==================== note_scheduler
note_scheduler, cell classes on the final placement:
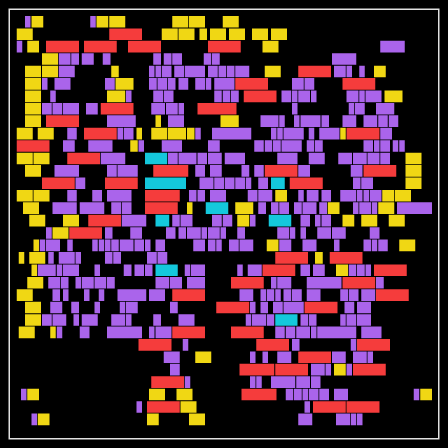

File: src/rtl/note_pkg.sv
// Shared definitions for the note scheduler: note table, ROM word layout,
// music-box FSM states.
package note_pkg;

    localparam logic [3:0] REST_IDX = 4'd0;

    // ROM word layout: [15:12] note index, [11:9] octave, [8:0] duration ticks
    localparam int IDX_LSB = 12;
    localparam int IDX_W   = 4;
    localparam int OCT_LSB = 9;
    localparam int OCT_W   = 3;
    localparam int DUR_LSB = 0;
    localparam int DUR_W   = 9;

    typedef enum logic [2:0] {
        ST_IDLE  = 3'd0,
        ST_FETCH = 3'd1,
        ST_WAIT  = 3'd2,
        ST_PLAY  = 3'd3,
        ST_GAP   = 3'd4
    } state_e;

    // Indices 1..7 are do..si; everything else is a rest (fcw 0).
    function automatic logic [15:0] note_fcw(input logic [3:0] idx);
        case (idx)
            4'd1:    return 16'd176;
            4'd2:    return 16'd197;
            4'd3:    return 16'd221;
            4'd4:    return 16'd234;
            4'd5:    return 16'd263;
            4'd6:    return 16'd295;
            4'd7:    return 16'd331;
            default: return 16'd0;
        endcase
    endfunction

    function automatic logic [2:0] oct_fix(input logic [2:0] oct);
        return (oct == 3'd0) ? 3'd1 : oct;
    endfunction

endpackage

File: src/rtl/tick_timer.sv
// Prescaled tick down-counter; done_o marks the last cycle of a loaded
// duration of ticks_i * TICK_DIV cycles.
module tick_timer #(
    parameter int TICK_DIV = 50000,
    parameter int CNT_W    = 9
) (
    input  logic             clk_i,
    input  logic             rst_i,
    input  logic             load_i,
    input  logic             run_i,
    input  logic [CNT_W-1:0] ticks_i,
    output logic             done_o
);
    localparam int PRE_W = (TICK_DIV > 1) ? $clog2(TICK_DIV) : 1;
    localparam logic [PRE_W-1:0] PRE_LAST = PRE_W'(TICK_DIV - 1);

    logic [PRE_W-1:0] pre_q, pre_d;
    logic [CNT_W-1:0] cnt_q, cnt_d;
    logic             tick;

    assign tick   = run_i && (pre_q == PRE_LAST);
    assign done_o = tick && (cnt_q <= CNT_W'(1));

    always_comb begin
        pre_d = pre_q;
        cnt_d = cnt_q;
        if (load_i) begin
            pre_d = '0;
            cnt_d = ticks_i;
        end else if (!run_i) begin
            pre_d = '0;
        end else if (tick) begin
            pre_d = '0;
            cnt_d = (cnt_q != '0) ? cnt_q - CNT_W'(1) : cnt_q;
        end else begin
            pre_d = pre_q + PRE_W'(1);
        end
    end

    always_ff @(posedge clk_i) begin
        if (rst_i) begin
            pre_q <= '0;
            cnt_q <= '0;
        end else begin
            pre_q <= pre_d;
            cnt_q <= cnt_d;
        end
    end

endmodule

File: src/rtl/note_scheduler.sv
// DDS front end: live priority keyboard or music-box sequencer over a
// synchronous note ROM, selected by mode.
module note_scheduler
    import note_pkg::*;
#(
    parameter int NKEYS     = 7,
    parameter int TICK_DIV  = 50000,
    parameter int ADDR_W    = 5,
    parameter int GAP_TICKS = 20,
    parameter int LOOP      = 0
) (
    input  logic              clk,
    input  logic              rst,
    input  logic [NKEYS-1:0]  keys,
    input  logic [2:0]        octave_live,
    input  logic              mode,
    input  logic              play,
    input  logic              stop,
    output logic [ADDR_W-1:0] rom_addr,
    input  logic [15:0]       rom_data,
    output logic [15:0]       fcw,
    output logic [2:0]        octave,
    output logic              gate_n,
    output logic              busy,
    output logic [3:0]        note_idx,
    output logic [2:0]        state_dbg
);
    state_e            state_q, state_d;
    logic [ADDR_W-1:0] addr_q, addr_d;
    logic [15:0]       fcw_q, fcw_d;
    logic [2:0]        oct_q, oct_d;
    logic              gate_n_q, gate_n_d;
    logic [3:0]        idx_q, idx_d;

    logic              tmr_load, tmr_run, tmr_done;
    logic [DUR_W-1:0]  tmr_ticks;
    logic              live_hit;
    logic [3:0]        live_idx;
    logic [3:0]        w_idx;
    logic [DUR_W-1:0]  w_dur;
    logic [15:0]       w_fcw;

    assign w_idx   = rom_data[IDX_LSB +: IDX_W];
    assign w_dur   = rom_data[DUR_LSB +: DUR_W];
    assign w_fcw   = note_fcw(w_idx);
    assign tmr_run = (state_q == ST_PLAY) || (state_q == ST_GAP);

    tick_timer #(.TICK_DIV(TICK_DIV), .CNT_W(DUR_W)) u_timer (
        .clk_i   (clk),
        .rst_i   (rst),
        .load_i  (tmr_load),
        .run_i   (tmr_run),
        .ticks_i (tmr_ticks),
        .done_o  (tmr_done)
    );

    // Scan downwards so the lowest pressed key is the one left standing.
    always_comb begin
        live_hit = 1'b0;
        live_idx = REST_IDX;
        for (int k = NKEYS - 1; k >= 0; k--) begin
            if (keys[k]) begin
                live_hit = 1'b1;
                live_idx = 4'(k + 1);
            end
        end
    end

    always_comb begin
        state_d   = state_q;
        addr_d    = addr_q;
        fcw_d     = fcw_q;
        oct_d     = oct_q;
        gate_n_d  = gate_n_q;
        idx_d     = idx_q;
        tmr_load  = 1'b0;
        tmr_ticks = '0;
        if (!mode && state_q != ST_IDLE) begin
            state_d  = ST_IDLE;
            gate_n_d = 1'b1;
            idx_d    = REST_IDX;
        end else if (!mode) begin
            oct_d = oct_fix(octave_live);
            if (live_hit && note_fcw(live_idx) != 16'd0) begin
                fcw_d    = note_fcw(live_idx);
                gate_n_d = 1'b0;
                idx_d    = live_idx;
            end else begin
                gate_n_d = 1'b1;
                idx_d    = REST_IDX;
            end
        end else if (stop) begin
            state_d  = ST_IDLE;
            gate_n_d = 1'b1;
            idx_d    = REST_IDX;
        end else if (play) begin
            state_d  = ST_FETCH;
            addr_d   = '0;
            gate_n_d = 1'b1;
            idx_d    = REST_IDX;
        end else begin
            case (state_q)
                ST_IDLE: begin
                    gate_n_d = 1'b1;
                    idx_d    = REST_IDX;
                end
                ST_FETCH: state_d = ST_WAIT;
                ST_WAIT: begin
                    if (w_dur == '0) begin
                        state_d = (LOOP != 0) ? ST_FETCH : ST_IDLE;
                        addr_d  = (LOOP != 0) ? '0 : addr_q;
                    end else begin
                        fcw_d     = w_fcw;
                        oct_d     = oct_fix(rom_data[OCT_LSB +: OCT_W]);
                        gate_n_d  = (w_fcw == 16'd0);
                        idx_d     = (w_fcw == 16'd0) ? REST_IDX : w_idx;
                        tmr_load  = 1'b1;
                        tmr_ticks = w_dur;
                        state_d   = ST_PLAY;
                    end
                end
                ST_PLAY: begin
                    if (tmr_done) begin
                        state_d   = ST_GAP;
                        gate_n_d  = 1'b1;
                        idx_d     = REST_IDX;
                        tmr_load  = 1'b1;
                        tmr_ticks = DUR_W'(GAP_TICKS);
                    end
                end
                ST_GAP: begin
                    // The last ROM slot ends the song like an end marker.
                    if (tmr_done) begin
                        if (addr_q == {ADDR_W{1'b1}}) begin
                            state_d = (LOOP != 0) ? ST_FETCH : ST_IDLE;
                            addr_d  = '0;
                            if (LOOP == 0) addr_d = addr_q;
                        end else begin
                            state_d = ST_FETCH;
                            addr_d  = addr_q + ADDR_W'(1);
                        end
                    end
                end
                default: state_d = ST_IDLE;
            endcase
        end
    end

    always_ff @(posedge clk) begin
        if (rst) begin
            state_q  <= ST_IDLE;
            addr_q   <= '0;
            fcw_q    <= '0;
            oct_q    <= 3'd1;
            gate_n_q <= 1'b1;
            idx_q    <= REST_IDX;
        end else begin
            state_q  <= state_d;
            addr_q   <= addr_d;
            fcw_q    <= fcw_d;
            oct_q    <= oct_d;
            gate_n_q <= gate_n_d;
            idx_q    <= idx_d;
        end
    end

    assign rom_addr  = addr_q;
    assign fcw       = fcw_q;
    assign octave    = oct_q;
    assign gate_n    = gate_n_q;
    assign busy      = (state_q != ST_IDLE);
    assign note_idx  = idx_q;
    assign state_dbg = state_q;

endmodule
File: config.mk
export PLATFORM = sky130hd
export DESIGN_NAME = note_scheduler
export DESIGN_NICKNAME = d
export VERILOG_FILES = /design/src/rtl/note_pkg.sv /design/src/rtl/tick_timer.sv /design/src/rtl/note_scheduler.sv
export SDC_FILE = /design/constraint.sdc
export NUM_CORES = 1
export LEC_CHECK = 0
export ABC_AREA = 0
export ABC_CLOCK_PERIOD_IN_PS = 3100
export CORE_MARGIN = 1
export CORE_UTILIZATION = 40
export CTS_CLUSTER_DIAMETER = 100
export DETAILED_ROUTE_END_ITERATION = 10
export GPL_TIMING_DRIVEN = 0
export HOLD_SLACK_MARGIN = 0.15
export PLACE_DENSITY = 0.67
export SYNTH_ARGS = -nofsm -noshare
export SYNTH_HDL_FRONTEND = slang
export SYNTH_HIERARCHICAL = 1
export SYNTH_SLANG_ARGS = --single-unit
File: constraint.sdc
create_clock -name clk -period 3.1 [get_ports clk]
set_input_delay 0.62 -clock clk [delete_from_list [all_inputs] [get_ports clk]]
set_output_delay 0.62 -clock clk [all_outputs]
set_load 0.05 [all_outputs]
==================== operand_loader
File: config.mk
export PLATFORM = sky130hd
export DESIGN_NAME = operand_loader
export DESIGN_NICKNAME = d
export VERILOG_FILES = /design/src/rtl/operand_loader.sv
export SDC_FILE = /design/constraint.sdc
export NUM_CORES = 1
export LEC_CHECK = 0
export CAP_MARGIN = 20
export CORE_AREA = 2 2 80 102
export DETAILED_ROUTE_END_ITERATION = 12
export DIE_AREA = 0 0 82 104
export GPL_ROUTABILITY_DRIVEN = 0
export GPL_TIMING_DRIVEN = 0
export PLACE_DENSITY = 0.63
export SYNTH_ARGS = -nofsm -noshare
export SYNTH_HDL_FRONTEND = slang
export SYNTH_SLANG_ARGS = --single-unit
File: constraint.sdc
create_clock -name clk -period 1.77 [get_ports clk]
set_input_delay 0.177 -clock clk [delete_from_list [all_inputs] [get_ports clk]]
set_output_delay 0.177 -clock clk [all_outputs]
set_load 0.02 [all_outputs]
File: src/rtl/operand_loader.sv
// -----------------------------------------------------------------------------
// operand_loader
//   Operand-entry stage in front of the 6-bit ALU function units. Operand A,
//   then operand B, then the opcode are taken from the board slide switches.
//   Each one is captured on a debounced press of the load push-button. The
//   captured values are held steady, and operands_valid is raised once all
//   three are loaded. The clear push-button abandons the entry and zeroes the
//   operands.
//
// Parameters
//   WIDTH            operand width, two's complement (MSB is the sign bit)
//   OP_WIDTH         opcode width
//   DEBOUNCE_CYCLES  consecutive stable cycles needed to accept a button level (>=2)
//
// Ports
//   clk             system clock
//   rst_n           asynchronous, active-low reset
//   sw              raw operand slide switches (asynchronous)
//   op_sw           raw opcode slide switches (asynchronous)
//   load_btn        raw load push-button, active-high, bouncy
//   clear_btn       raw clear push-button, active-high, bouncy
//   A, B            captured operands, copied bit-exact (no sign handling)
//   op              captured opcode
//   operands_valid  high only while all three values are loaded (READY)
//   state_led       current state: WAIT_A=0, WAIT_B=1, WAIT_OP=2, READY=3
// -----------------------------------------------------------------------------
module operand_loader #(
  parameter int WIDTH           = 6,
  parameter int OP_WIDTH        = 3,
  parameter int DEBOUNCE_CYCLES = 250000
) (
  input  logic                clk,
  input  logic                rst_n,
  input  logic [WIDTH-1:0]    sw,
  input  logic [OP_WIDTH-1:0] op_sw,
  input  logic                load_btn,
  input  logic                clear_btn,
  output logic [WIDTH-1:0]    A,
  output logic [WIDTH-1:0]    B,
  output logic [OP_WIDTH-1:0] op,
  output logic                operands_valid,
  output logic [1:0]          state_led
);

  typedef enum logic [1:0] {
    WAIT_A  = 2'd0,
    WAIT_B  = 2'd1,
    WAIT_OP = 2'd2,
    READY   = 2'd3
  } state_t;

  // The counter only has to reach DEBOUNCE_CYCLES-1.
  localparam int               CNT_W   = (DEBOUNCE_CYCLES > 2) ? $clog2(DEBOUNCE_CYCLES) : 1;
  localparam logic [CNT_W-1:0] CNT_MAX = CNT_W'(DEBOUNCE_CYCLES - 1);

  // Index of each button in the packed button vectors below.
  localparam int BTN_LOAD  = 0;
  localparam int BTN_CLEAR = 1;

  // ---------------------------------------------------------------------------
  // Two-flop synchronizers for every asynchronous board input.
  // ---------------------------------------------------------------------------
  logic [WIDTH-1:0]    sw_s1,    sw_s2;
  logic [OP_WIDTH-1:0] op_sw_s1, op_sw_s2;
  logic [1:0]          btn_s1,   btn_s2;

  // NOTE: Sequential state uses non-blocking assignments only. Every flop
  // samples the value from before the edge, so the two synchronizer stages
  // really are two cycles apart. Blocking assignments here would collapse
  // the chain into a single flop.
  always_ff @(posedge clk or negedge rst_n) begin
    if (!rst_n) begin
      sw_s1    <= '0;
      sw_s2    <= '0;
      op_sw_s1 <= '0;
      op_sw_s2 <= '0;
      btn_s1   <= '0;
      btn_s2   <= '0;
    end else begin
      sw_s1    <= sw;
      sw_s2    <= sw_s1;
      op_sw_s1 <= op_sw;
      op_sw_s2 <= op_sw_s1;
      btn_s1   <= {clear_btn, load_btn};
      btn_s2   <= btn_s1;
    end
  end

  // ---------------------------------------------------------------------------
  // Debounce, one lane per button. Any cycle where the synchronized level
  // agrees with the accepted level restarts the count. A level must therefore
  // differ for DEBOUNCE_CYCLES consecutive cycles before it is accepted. Only
  // an accepted rising level produces a press pulse. Holding the button gives
  // one pulse, and a release gives none.
  // ---------------------------------------------------------------------------
  logic [1:0]            btn_deb;
  logic [1:0]            btn_press;
  logic [1:0][CNT_W-1:0] btn_cnt;

  always_ff @(posedge clk or negedge rst_n) begin
    if (!rst_n) begin
      btn_deb   <= '0;
      btn_press <= '0;
      btn_cnt   <= '0;
    end else begin
      for (int i = 0; i < 2; i++) begin
        btn_press[i] <= 1'b0;
        if (btn_s2[i] == btn_deb[i]) begin
          btn_cnt[i] <= '0;
        end else if (btn_cnt[i] == CNT_MAX) begin
          btn_deb[i]   <= btn_s2[i];
          btn_cnt[i]   <= '0;
          btn_press[i] <= btn_s2[i];
        end else begin
          btn_cnt[i] <= btn_cnt[i] + CNT_W'(1);
        end
      end
    end
  end

  logic load_pulse;
  logic clear_pulse;

  assign load_pulse  = btn_press[BTN_LOAD];
  assign clear_pulse = btn_press[BTN_CLEAR];

  // ---------------------------------------------------------------------------
  // Entry FSM with registered outputs. Clear has priority over load, so a
  // simultaneous load is discarded. A reload from READY keeps the old
  // operands on display until each one is overwritten.
  // ---------------------------------------------------------------------------
  state_t state;

  always_ff @(posedge clk or negedge rst_n) begin
    if (!rst_n) begin
      state          <= WAIT_A;
      A              <= '0;
      B              <= '0;
      op             <= '0;
      operands_valid <= 1'b0;
    end else if (clear_pulse) begin
      state          <= WAIT_A;
      A              <= '0;
      B              <= '0;
      op             <= '0;
      operands_valid <= 1'b0;
    end else if (load_pulse) begin
      case (state)
        WAIT_A: begin
          A     <= sw_s2;
          state <= WAIT_B;
        end
        WAIT_B: begin
          B     <= sw_s2;
          state <= WAIT_OP;
        end
        WAIT_OP: begin
          op             <= op_sw_s2;
          operands_valid <= 1'b1;
          state          <= READY;
        end
        default: begin
          operands_valid <= 1'b0;
          state          <= WAIT_A;
        end
      endcase
    end
  end

  assign state_led = state;

endmodule

==================== trace_request_queue
$ cat config.mk
export PLATFORM = sky130hd
export DESIGN_NAME = trace_request_queue
export DESIGN_NICKNAME = d
export VERILOG_FILES = /design/src/rtl/global_defs.sv /design/src/rtl/req_fifo.sv /design/src/rtl/trace_request_queue.sv
export SDC_FILE = /design/constraint.sdc
export NUM_CORES = 2
export LEC_CHECK = 0
export CORE_AREA = 2 2 461 417
export CTS_CLUSTER_SIZE = 40
export DETAILED_ROUTE_END_ITERATION = 6
export DIE_AREA = 0 0 463 419
export SLEW_MARGIN = 20
export SYNTH_ARGS = -nofsm -noshare
export SYNTH_HDL_FRONTEND = slang
export SYNTH_SLANG_ARGS = --single-unit
$ cat constraint.sdc
create_clock -name clk -period 10.2 [get_ports clk]
set_input_delay 2.55 -clock clk [delete_from_list [all_inputs] [get_ports clk]]
set_output_delay 2.55 -clock clk [all_outputs]
set_load 0.05 [all_outputs]
$ cat src/rtl/global_defs.sv
// Shared types for the trace request queue: opcodes, FSM states
// and the stored request record.
package global_defs;

    localparam int ADDRESS_WIDTH = 33;
    localparam int TIME_WIDTH    = 64;

    typedef enum logic [1:0] {
        NOP   = 2'd0,
        READ  = 2'd1,
        WRITE = 2'd2,
        FENCE = 2'd3
    } parsed_op_t;

    typedef enum logic [1:0] {
        IDLE  = 2'd0,
        WAIT  = 2'd1,
        ISSUE = 2'd2
    } queue_states_t;

    // "time" is a reserved word, so the release cycle field is timestamp
    typedef struct packed {
        logic [TIME_WIDTH-1:0]    timestamp;
        parsed_op_t               op;
        logic [ADDRESS_WIDTH-1:0] address;
    } trace_req_t;

endpackage

$ cat src/rtl/req_fifo.sv
// Circular buffer holding queued trace requests; head is read
// combinationally from the read pointer, count separates full from empty.
module req_fifo #(
    parameter int  DEPTH   = 16,
    parameter type entry_t = logic [7:0]
) (
    input  logic                       clk,
    input  logic                       rst,
    input  logic                       push,
    input  logic                       pop,
    input  entry_t                     wdata,
    output entry_t                     head,
    output logic [$clog2(DEPTH+1)-1:0] count
);

    localparam int PW = $clog2(DEPTH);
    localparam int CW = $clog2(DEPTH+1);

    entry_t        mem [DEPTH];
    logic [PW-1:0] wptr;
    logic [PW-1:0] rptr;
    logic          do_push;
    logic          do_pop;

    assign do_push = push && (count != CW'(DEPTH));
    assign do_pop  = pop && (count != '0);
    assign head    = mem[rptr];

    always_ff @(posedge clk) begin
        if (do_push) begin
            mem[wptr] <= wdata;
        end
    end

    always_ff @(posedge clk or posedge rst) begin
        if (rst) begin
            wptr  <= '0;
            rptr  <= '0;
            count <= '0;
        end else begin
            if (do_push) begin
                wptr <= wptr + PW'(1);
            end
            if (do_pop) begin
                rptr <= rptr + PW'(1);
            end
            case ({do_push, do_pop})
                2'b10:   count <= count + CW'(1);
                2'b01:   count <= count - CW'(1);
                default: count <= count;
            endcase
        end
    end

endmodule

$ cat src/rtl/trace_request_queue.sv
// Timestamped request queue: releases the head once the simulated cycle
// reaches its release time, optionally skipping idle cycles.
module trace_request_queue
    import global_defs::*;
#(
    parameter int ADDRESS_WIDTH = global_defs::ADDRESS_WIDTH,
    parameter int TIME_WIDTH    = 64,
    parameter int DEPTH         = 16
) (
    input  logic                       clk,
    input  logic                       rst,
    input  logic                       skip_idle,
    input  logic                       in_valid,
    output logic                       in_ready,
    input  logic [TIME_WIDTH-1:0]      in_time,
    input  parsed_op_t                 in_op,
    input  logic [ADDRESS_WIDTH-1:0]   in_address,
    output logic                       out_valid,
    input  logic                       out_ready,
    output logic [TIME_WIDTH-1:0]      out_time,
    output parsed_op_t                 out_op,
    output logic [ADDRESS_WIDTH-1:0]   out_address,
    output logic [TIME_WIDTH-1:0]      cycle,
    output logic [$clog2(DEPTH+1)-1:0] count,
    output logic                       err_order,
    output queue_states_t              state
);

    localparam int CW = $clog2(DEPTH+1);

    typedef struct packed {
        logic [TIME_WIDTH-1:0]    timestamp;
        parsed_op_t               op;
        logic [ADDRESS_WIDTH-1:0] address;
    } entry_t;

    entry_t                wdata;
    entry_t                head;
    entry_t                last_pop;
    entry_t                shown;
    logic                  push;
    logic                  store;
    logic                  pop;
    logic                  nonempty;
    logic                  due;
    logic                  jump;
    logic [TIME_WIDTH-1:0] cycle_inc;
    logic [TIME_WIDTH-1:0] last_time;
    queue_states_t         state_next;

    assign wdata    = '{timestamp: in_time, op: in_op, address: in_address};
    assign nonempty = (count != '0);
    assign in_ready = (count != CW'(DEPTH));
    assign push     = in_valid && in_ready;
    assign store    = push && (in_op != NOP);
    assign due      = nonempty && (cycle >= head.timestamp);
    assign out_valid = due;
    assign pop      = due && out_ready;

    // NOP requests are handshaken but never enter storage
    req_fifo #(
        .DEPTH   (DEPTH),
        .entry_t (entry_t)
    ) u_fifo (
        .clk   (clk),
        .rst   (rst),
        .push  (store),
        .pop   (pop),
        .wdata (wdata),
        .head  (head),
        .count (count)
    );

    // An empty queue keeps presenting the most recently popped request
    assign shown       = nonempty ? head : last_pop;
    assign out_time    = shown.timestamp;
    assign out_op      = shown.op;
    assign out_address = shown.address;

    assign cycle_inc = (&cycle) ? cycle : cycle + TIME_WIDTH'(1);
    assign jump      = skip_idle && (state == WAIT) && nonempty
                       && (head.timestamp > cycle_inc);

    always_ff @(posedge clk or posedge rst) begin
        if (rst) begin
            cycle     <= '0;
            last_pop  <= '{timestamp: '0, op: NOP, address: '0};
            last_time <= '0;
            err_order <= 1'b0;
        end else begin
            cycle <= jump ? head.timestamp : cycle_inc;
            if (pop) begin
                last_pop <= head;
            end
            if (store) begin
                last_time <= in_time;
                if (in_time < last_time) begin
                    err_order <= 1'b1;
                end
            end
        end
    end

    always_ff @(posedge clk or posedge rst) begin
        if (rst) begin
            state <= IDLE;
        end else begin
            state <= state_next;
        end
    end

    always_comb begin
        state_next = state;
        unique case (state)
            IDLE: begin
                if (nonempty) begin
                    state_next = due ? ISSUE : WAIT;
                end
            end
            WAIT: begin
                if (!nonempty) begin
                    state_next = IDLE;
                end else if (due) begin
                    state_next = ISSUE;
                end
            end
            ISSUE: begin
                if (!nonempty) begin
                    state_next = IDLE;
                end else if (!due) begin
                    state_next = WAIT;
                end
            end
            default: state_next = IDLE;
        endcase
    end

endmodule


## Gallery

Power grid.
picture 1
The bar under the picture is 20 um long. Pins as bars on the die edge.
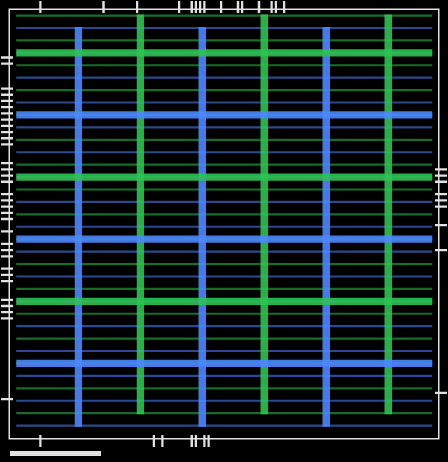
picture 2
The bar under the picture is 100 um long. Pins as bars on the die edge.
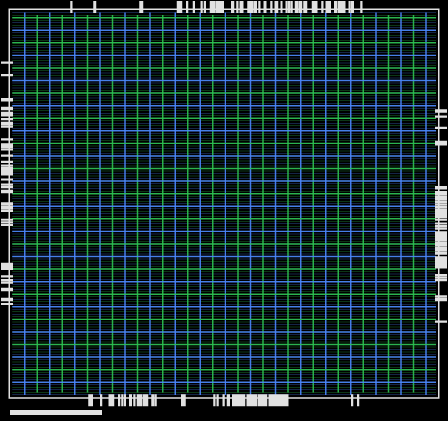
picture 3
The bar under the picture is 20 um long. Pins as bars on the die edge.
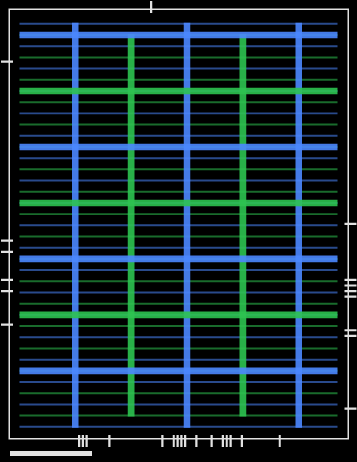
The one with the most pins is picture 2.
The one with the fewest pins is picture 3.
picture 3 -> operand_loader
picture 2 -> trace_request_queue
picture 1 -> note_scheduler

operand_loader, port wiring:
The bar under the picture is 20 um long.
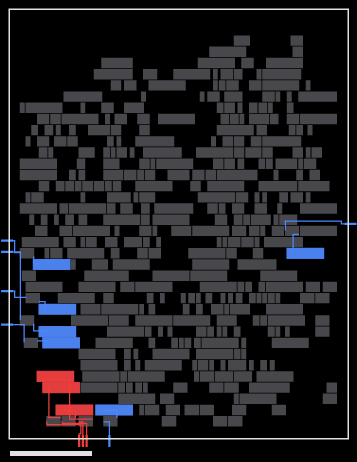
`op_sw`: drawn in red, bits 3, direction input, end cells 3, buffers 3, wire 63.0 um. `sw`: drawn in blue, bits 6, direction input, end cells 6, buffers 6, wire 82.3 um.
boundary pin count: 31
count of port buffers added during placement: 30

operand_loader, routing congestion map:
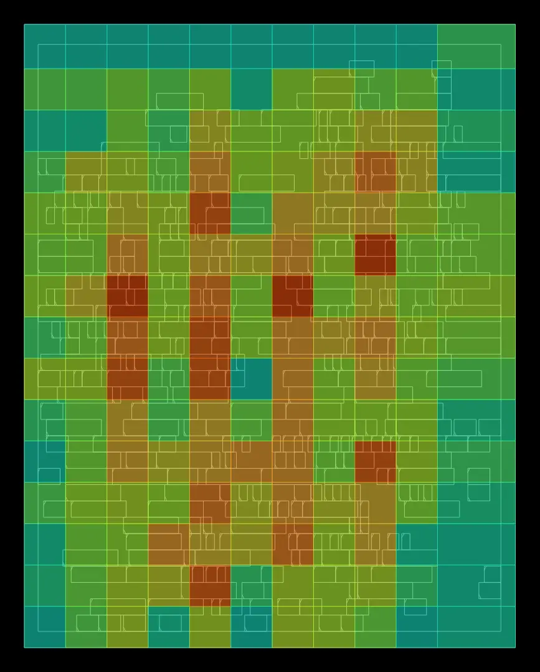
Most Crowded Layer GR: met2
met3 layer usage reported by global route: 0.05122
fraction of met1 tracks used by global routing: 0.2260

==> run notes, operand_loader <==
* clk tree area frac: 0.04924
* Clk Latency, worst-skew pair: 0.35 ns
* Post-Synthesis Cells: 299
* area of the core: 7567 um^2
* RSZ-0062 raised after global routing: yes
* cells resized by post-CTS repair: 6
* Clock Pin Slew Worst Setup and Hold Paths: 0.09 ns
* measured slew at the worst slew-check pin: 0.4812 ns
* netlist area before placement: 3323 um^2
* Finish-stage setup viols: 0
* # H-tree levels: 3
* number of cells after detailed placement: 425
* category of cells accounting for the largest share of critical-path delay: simple AND/OR/NAND/NOR gates
* Synth top area share: 0.6024
* max-cap violation count: 0
* Largest stage delay, worst path: 0.40 ns
* outcome: completed
* fraction of area in registers: 0.4779
* fraction of area in multi-input gates: 0.3162
* Commonest Layout Cell: sky130_fd_sc_hd__dfrtp_1
* met3 wirelength from detailed routing: 218 um
* Avg Vias per Cell: 5.141
* pin count of the biggest net entering global routing: 54
* detailed-route wire length per cell: 14.14 um
* remaining design rule violation count: 0
[operand_loader: worst paths after layout]
| path | start | endpoint | slack (ns) | cells after the start |
|---|---|---|---|---|
| max reg2reg | btn_cnt[11] | btn_cnt[17] | 0.01 | 5 |
| max in group asynchronous | rst_n | btn_cnt[25] | 0.90 | 3 |
| min | sw[1] | sw_s1[1] | 0.25 | 1 |
| min reg2reg | btn_s1[1] | btn_s2[1] | 0.35 | 0 |
| max | btn_cnt[11] | btn_cnt[17] | 0.01 | 5 |
| min in group asynchronous | rst_n | A[0] | 0.28 | 2 |
[operand_loader: kinds of logic (layout without fill, tap and decap cells)]
logic type                 count (synthesis)  count (layout)  share of synthesized area
AOI/OAI and AO/OA                         26              26                    0.04819
xor gates and xnor gates                  30              30                    0.07907
adders and majority gates                  5               5                    0.01883
buffers and inverters                     15              82                    0.01845
DFF                                       80              80                     0.6024
muxes                                      4               4                    0.01393
and+or+nand+nor                          139             139                     0.2191
[operand_loader: power breakdown]
part           switching (mW)  internal [mW]  total (mW)
Sequential             0.0258           1.86        1.89
Clock                   0.719          0.678        1.40
Combinational          0.0653         0.0612       0.126
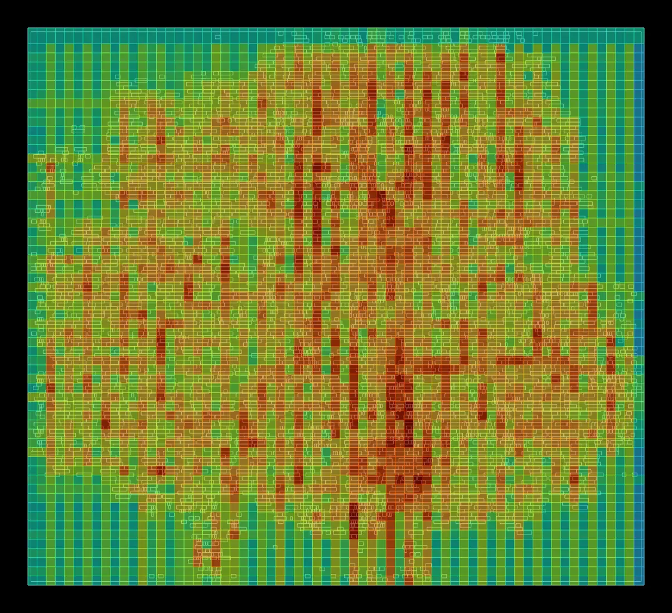
trace_request_queue: routing congestion map
met3 layer usage reported by global route: 0.03621
Most Crowded Layer GR: met2

==> run notes, trace_request_queue <==
* final hold violations: 0
* category of cells accounting for the largest share of critical-path delay: buffers and inverters
* outcome: completed
* final net count: 4612
* pre-CTS setup slack: 0.9875 ns
* Placed Area: 81450 um^2
* length of routed wiring on met1: 84130 um
* Simple Share, Synth: 0.03410
* most common cell in the netlist: sky130_fd_sc_hd__edfxtp_1
* critical hold path startpoint: last_pop[80]
* boundary pin count: 277
* GRT overflow: 0
* nature of the critical path endpoint: output port
* count of final max-slew check failures: 0
* Avg Synthesized Cell Area: 19.19 um^2
* biggest cell category by area in the final layout: registers
* fraction of area in registers: 0.6121
* Synth top area share: 0.6318
* YS chip area: 75280 um^2
* uppermost signal routing layer after detailed routing: met5
* leakage: 29.42 nW
* flop count: 1827
* buffer-and-inverter tally for the worst setup path: 4
* launching element of the worst setup path: u_fifo.rptr[0]
* vias in the first global route: 39880
* half-perimeter wire length after placement: 116500 um
* floorplan net count: 4229
* capture point of the critical path: out_valid
* highest attainable clock frequency: 100.7 MHz
* Post-synth EDFFs: 1584
* initial antenna violation count: 22
* number of buffers other than clock buffers in the final layout: 361
* post-synthesis cell type count: 59
* met3 wirelength from detailed routing: 12060 um
* Data arrival, critical path: 7.38 ns
* share of synthesized cell area in full adder, half adder and majority cells: 0.03367
* tightest slew margin relative to the limit: 0.2257
* master of the slowest instance on the critical path: sky130_fd_sc_hd__dfrtp_4
* prevailing logic family in the synthesized netlist: multiplexers
* sequential cell area: 53660 um^2
* proportion of final cell area spent on non-clock buffers: 0.04131
* maximum fanout along the worst path: 87
* RePlAce Congestion: 0.8253
* Required @ worst endpoint: 7.65 ns
* Finish-stage setup viols: 0
* Pre-Place Util: 0.3970
* number of CTS-inserted buffers: 187
* Largest stage delay, worst path: 0.94 ns
* depth of the worst register-to-register path: 17
* fillcell total: 15970
* cell types with the highest counts after synthesis: 1584 x sky130_fd_sc_hd__edfxtp_1, 495 x sky130_fd_sc_hd__mux4_2, 304 x sky130_fd_sc_hd__nand2_1
## trace_request_queue: registers in the layout, summed over array words and instances (netlist names)
| name | count |
|---|---|
| u_fifo.mem | 1584 |
| last_pop | 99 |
| cycle | 64 |
| last_time | 64 |
| u_fifo.count | 5 |
| u_fifo.rptr | 4 |
| u_fifo.wptr | 4 |
| state | 2 |
| err_order | 1 |
## trace_request_queue: per-layer routing
metal,GRT usage,up-vias
met2,0.3454,1280
met5,0,-
met1,0.2789,20720
met4,0.06951,16
met3,0.03621,299
li1,-,16570
## trace_request_queue: metrics by stage
step                      cells    util
after floorplan            3923       -
after global placement     6656  0.4295
after detailed placement   6656  0.4295
after CTS                  7006  0.4620
after global routing       7011  0.4623
final                      7015  0.4623
## trace_request_queue: report_power, final
part	switching (mW)	internal, mW	leakage [nW]
Combinational	6.18	4.08	9.45
Clock	2.88	4.00	3.00
Sequential	0.384	8.94	17.0
## trace_request_queue: repair_timing
action / CTS / global route
gates resized: 0 / 1
hold buffers: 0 / 0
setup endpoints to repair: 0 / 1
note_scheduler, port wiring:
The bar under the picture is 20 um long.
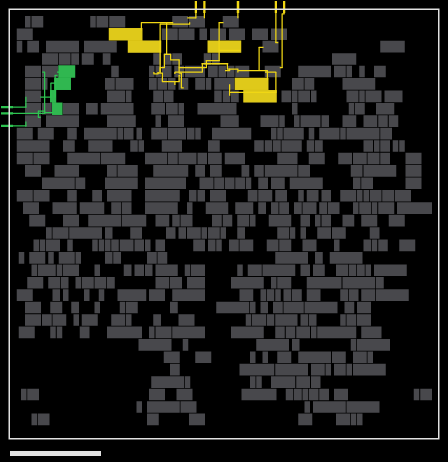
`octave_live`: drawn in green, bits 3, direction input, end cells 4, buffers 3, wire 43.0 um. `rom_addr`: drawn in yellow, bits 5, direction output, end cells 5, buffers 5, wire 164 um.
boundary pin count: 64
count of port buffers added during placement: 51

note_scheduler, routing congestion map:
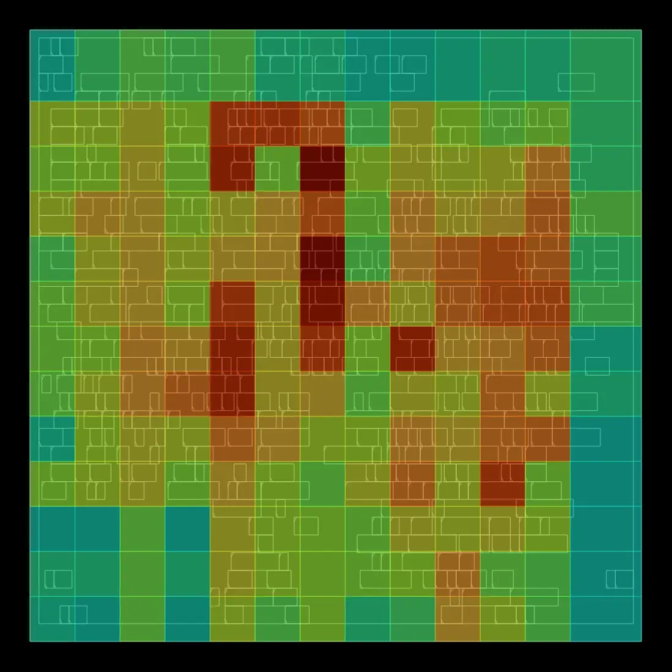
fraction of met1 tracks used by global routing: 0.2750
met3 layer usage reported by global route: 0.03236
Most Crowded Layer GR: met2
detailed-route wire length per cell: 15.69 um

## Picture notes: 'cell classes on the final placement' of note_scheduler
flops: drawn in red, cells 50, share of their area 24%. clock drivers and dummy loads: drawn in cyan, cells 8, share of their area 2.7%. other buffers and delay cells: drawn in yellow, cells 86, share of their area 18%. all other logic: drawn in purple, cells 334, share of their area 55%.
fraction of area in registers: 0.2361
cell area after layout: 4277 um^2
core utilization of the finished layout: 0.5231
area of the core: 8175 um^2

==> run notes, note_scheduler <==
* outcome: completed
* clkbuf count: 6
* final hold violations: 0
* number of signal-net inverters in the final layout: 18
* switching power: 445.6 uW
* final-layout setup total negative slack: 0 ns
* Required @ worst endpoint: 3.36 ns
* Final Critical Period: 2.928 ns
* final net count: 514
* RePlAce Congestion: 0.9450
* leakage: 1.480 nW
* Data arrival, critical path: 3.19 ns
* initial antenna violation count: 0
* count of final max-slew check failures: 0
* number of buffers other than clock buffers in the final layout: 86
* flops out of synthesis: 50
* Avg Vias per Cell: 5.714
* GRT overflow: 0
* sequential cell area: 1010 um^2
* pin count of the biggest net entering global routing: 19
## note_scheduler: stage by stage
stage          total power, mW  setup WS [ns]  area (um^2)
2_1_floorplan           0.8835       0.005910         3396
4_1_cts                  1.445        0.02074         4194
3_5_place_dp            0.9882        -0.6804         4038
5_1_grt                  1.497       -0.02975         4277
6_report                 1.439         0.1719         4277
3_3_place_gp            0.9859        -0.5859         4038
## note_scheduler: logic make-up (layout without fill, tap and decap cells)
logic type      count (synthesis)  after routing
mux                             9              9
buf+inv                        48            112
simple gates                  177            177
fa+ha+maj                       6              6
flops                          50             50
xor+xnor                       13             13
compound gates                104            104
other cells                     1              7
## note_scheduler: worst paths after layout
check	start	endpoint	slack (ns)	depth (start not counted)
hold reg to reg	note_idx[2]	note_idx[2]	0.47	2
setup reg to reg	state_dbg[0]	u_timer/cnt_q[5]	0.21	15
setup / recovery	stop	u_timer/cnt_q[5]	0.17	10
hold / removal	note_idx[2]	note_idx[2]	0.47	2


==> screenshots <==
Cell area per tile.
(a)
The bar under the picture is 100 um long. 23 x 21 tiles, from black (low) to pale yellow (high), 0 to 100% covered.
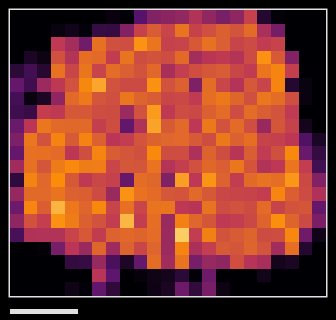
(b)
The bar under the picture is 20 um long. 8 x 10 tiles, from black (low) to pale yellow (high), 0 to 100% covered.
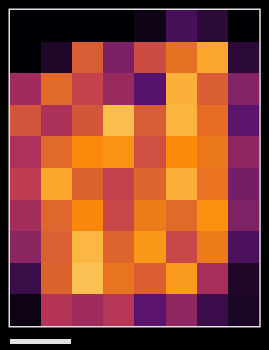
(c)
The bar under the picture is 20 um long. 9 x 9 tiles, from black (low) to pale yellow (high), 0 to 100% covered.
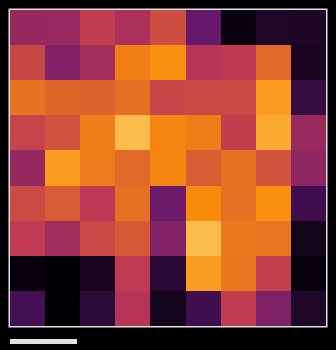
For trace_request_queue, see (a).
For note_scheduler, see (c).
For operand_loader, see (b).

Key to (a):
The fullest tile reaches 89%. The mean over all tiles is 44%. 3.3% of the tiles are over 75% full. 16% of the tiles are nearly empty.

Power is estimated from default activity; no workload was simulated.
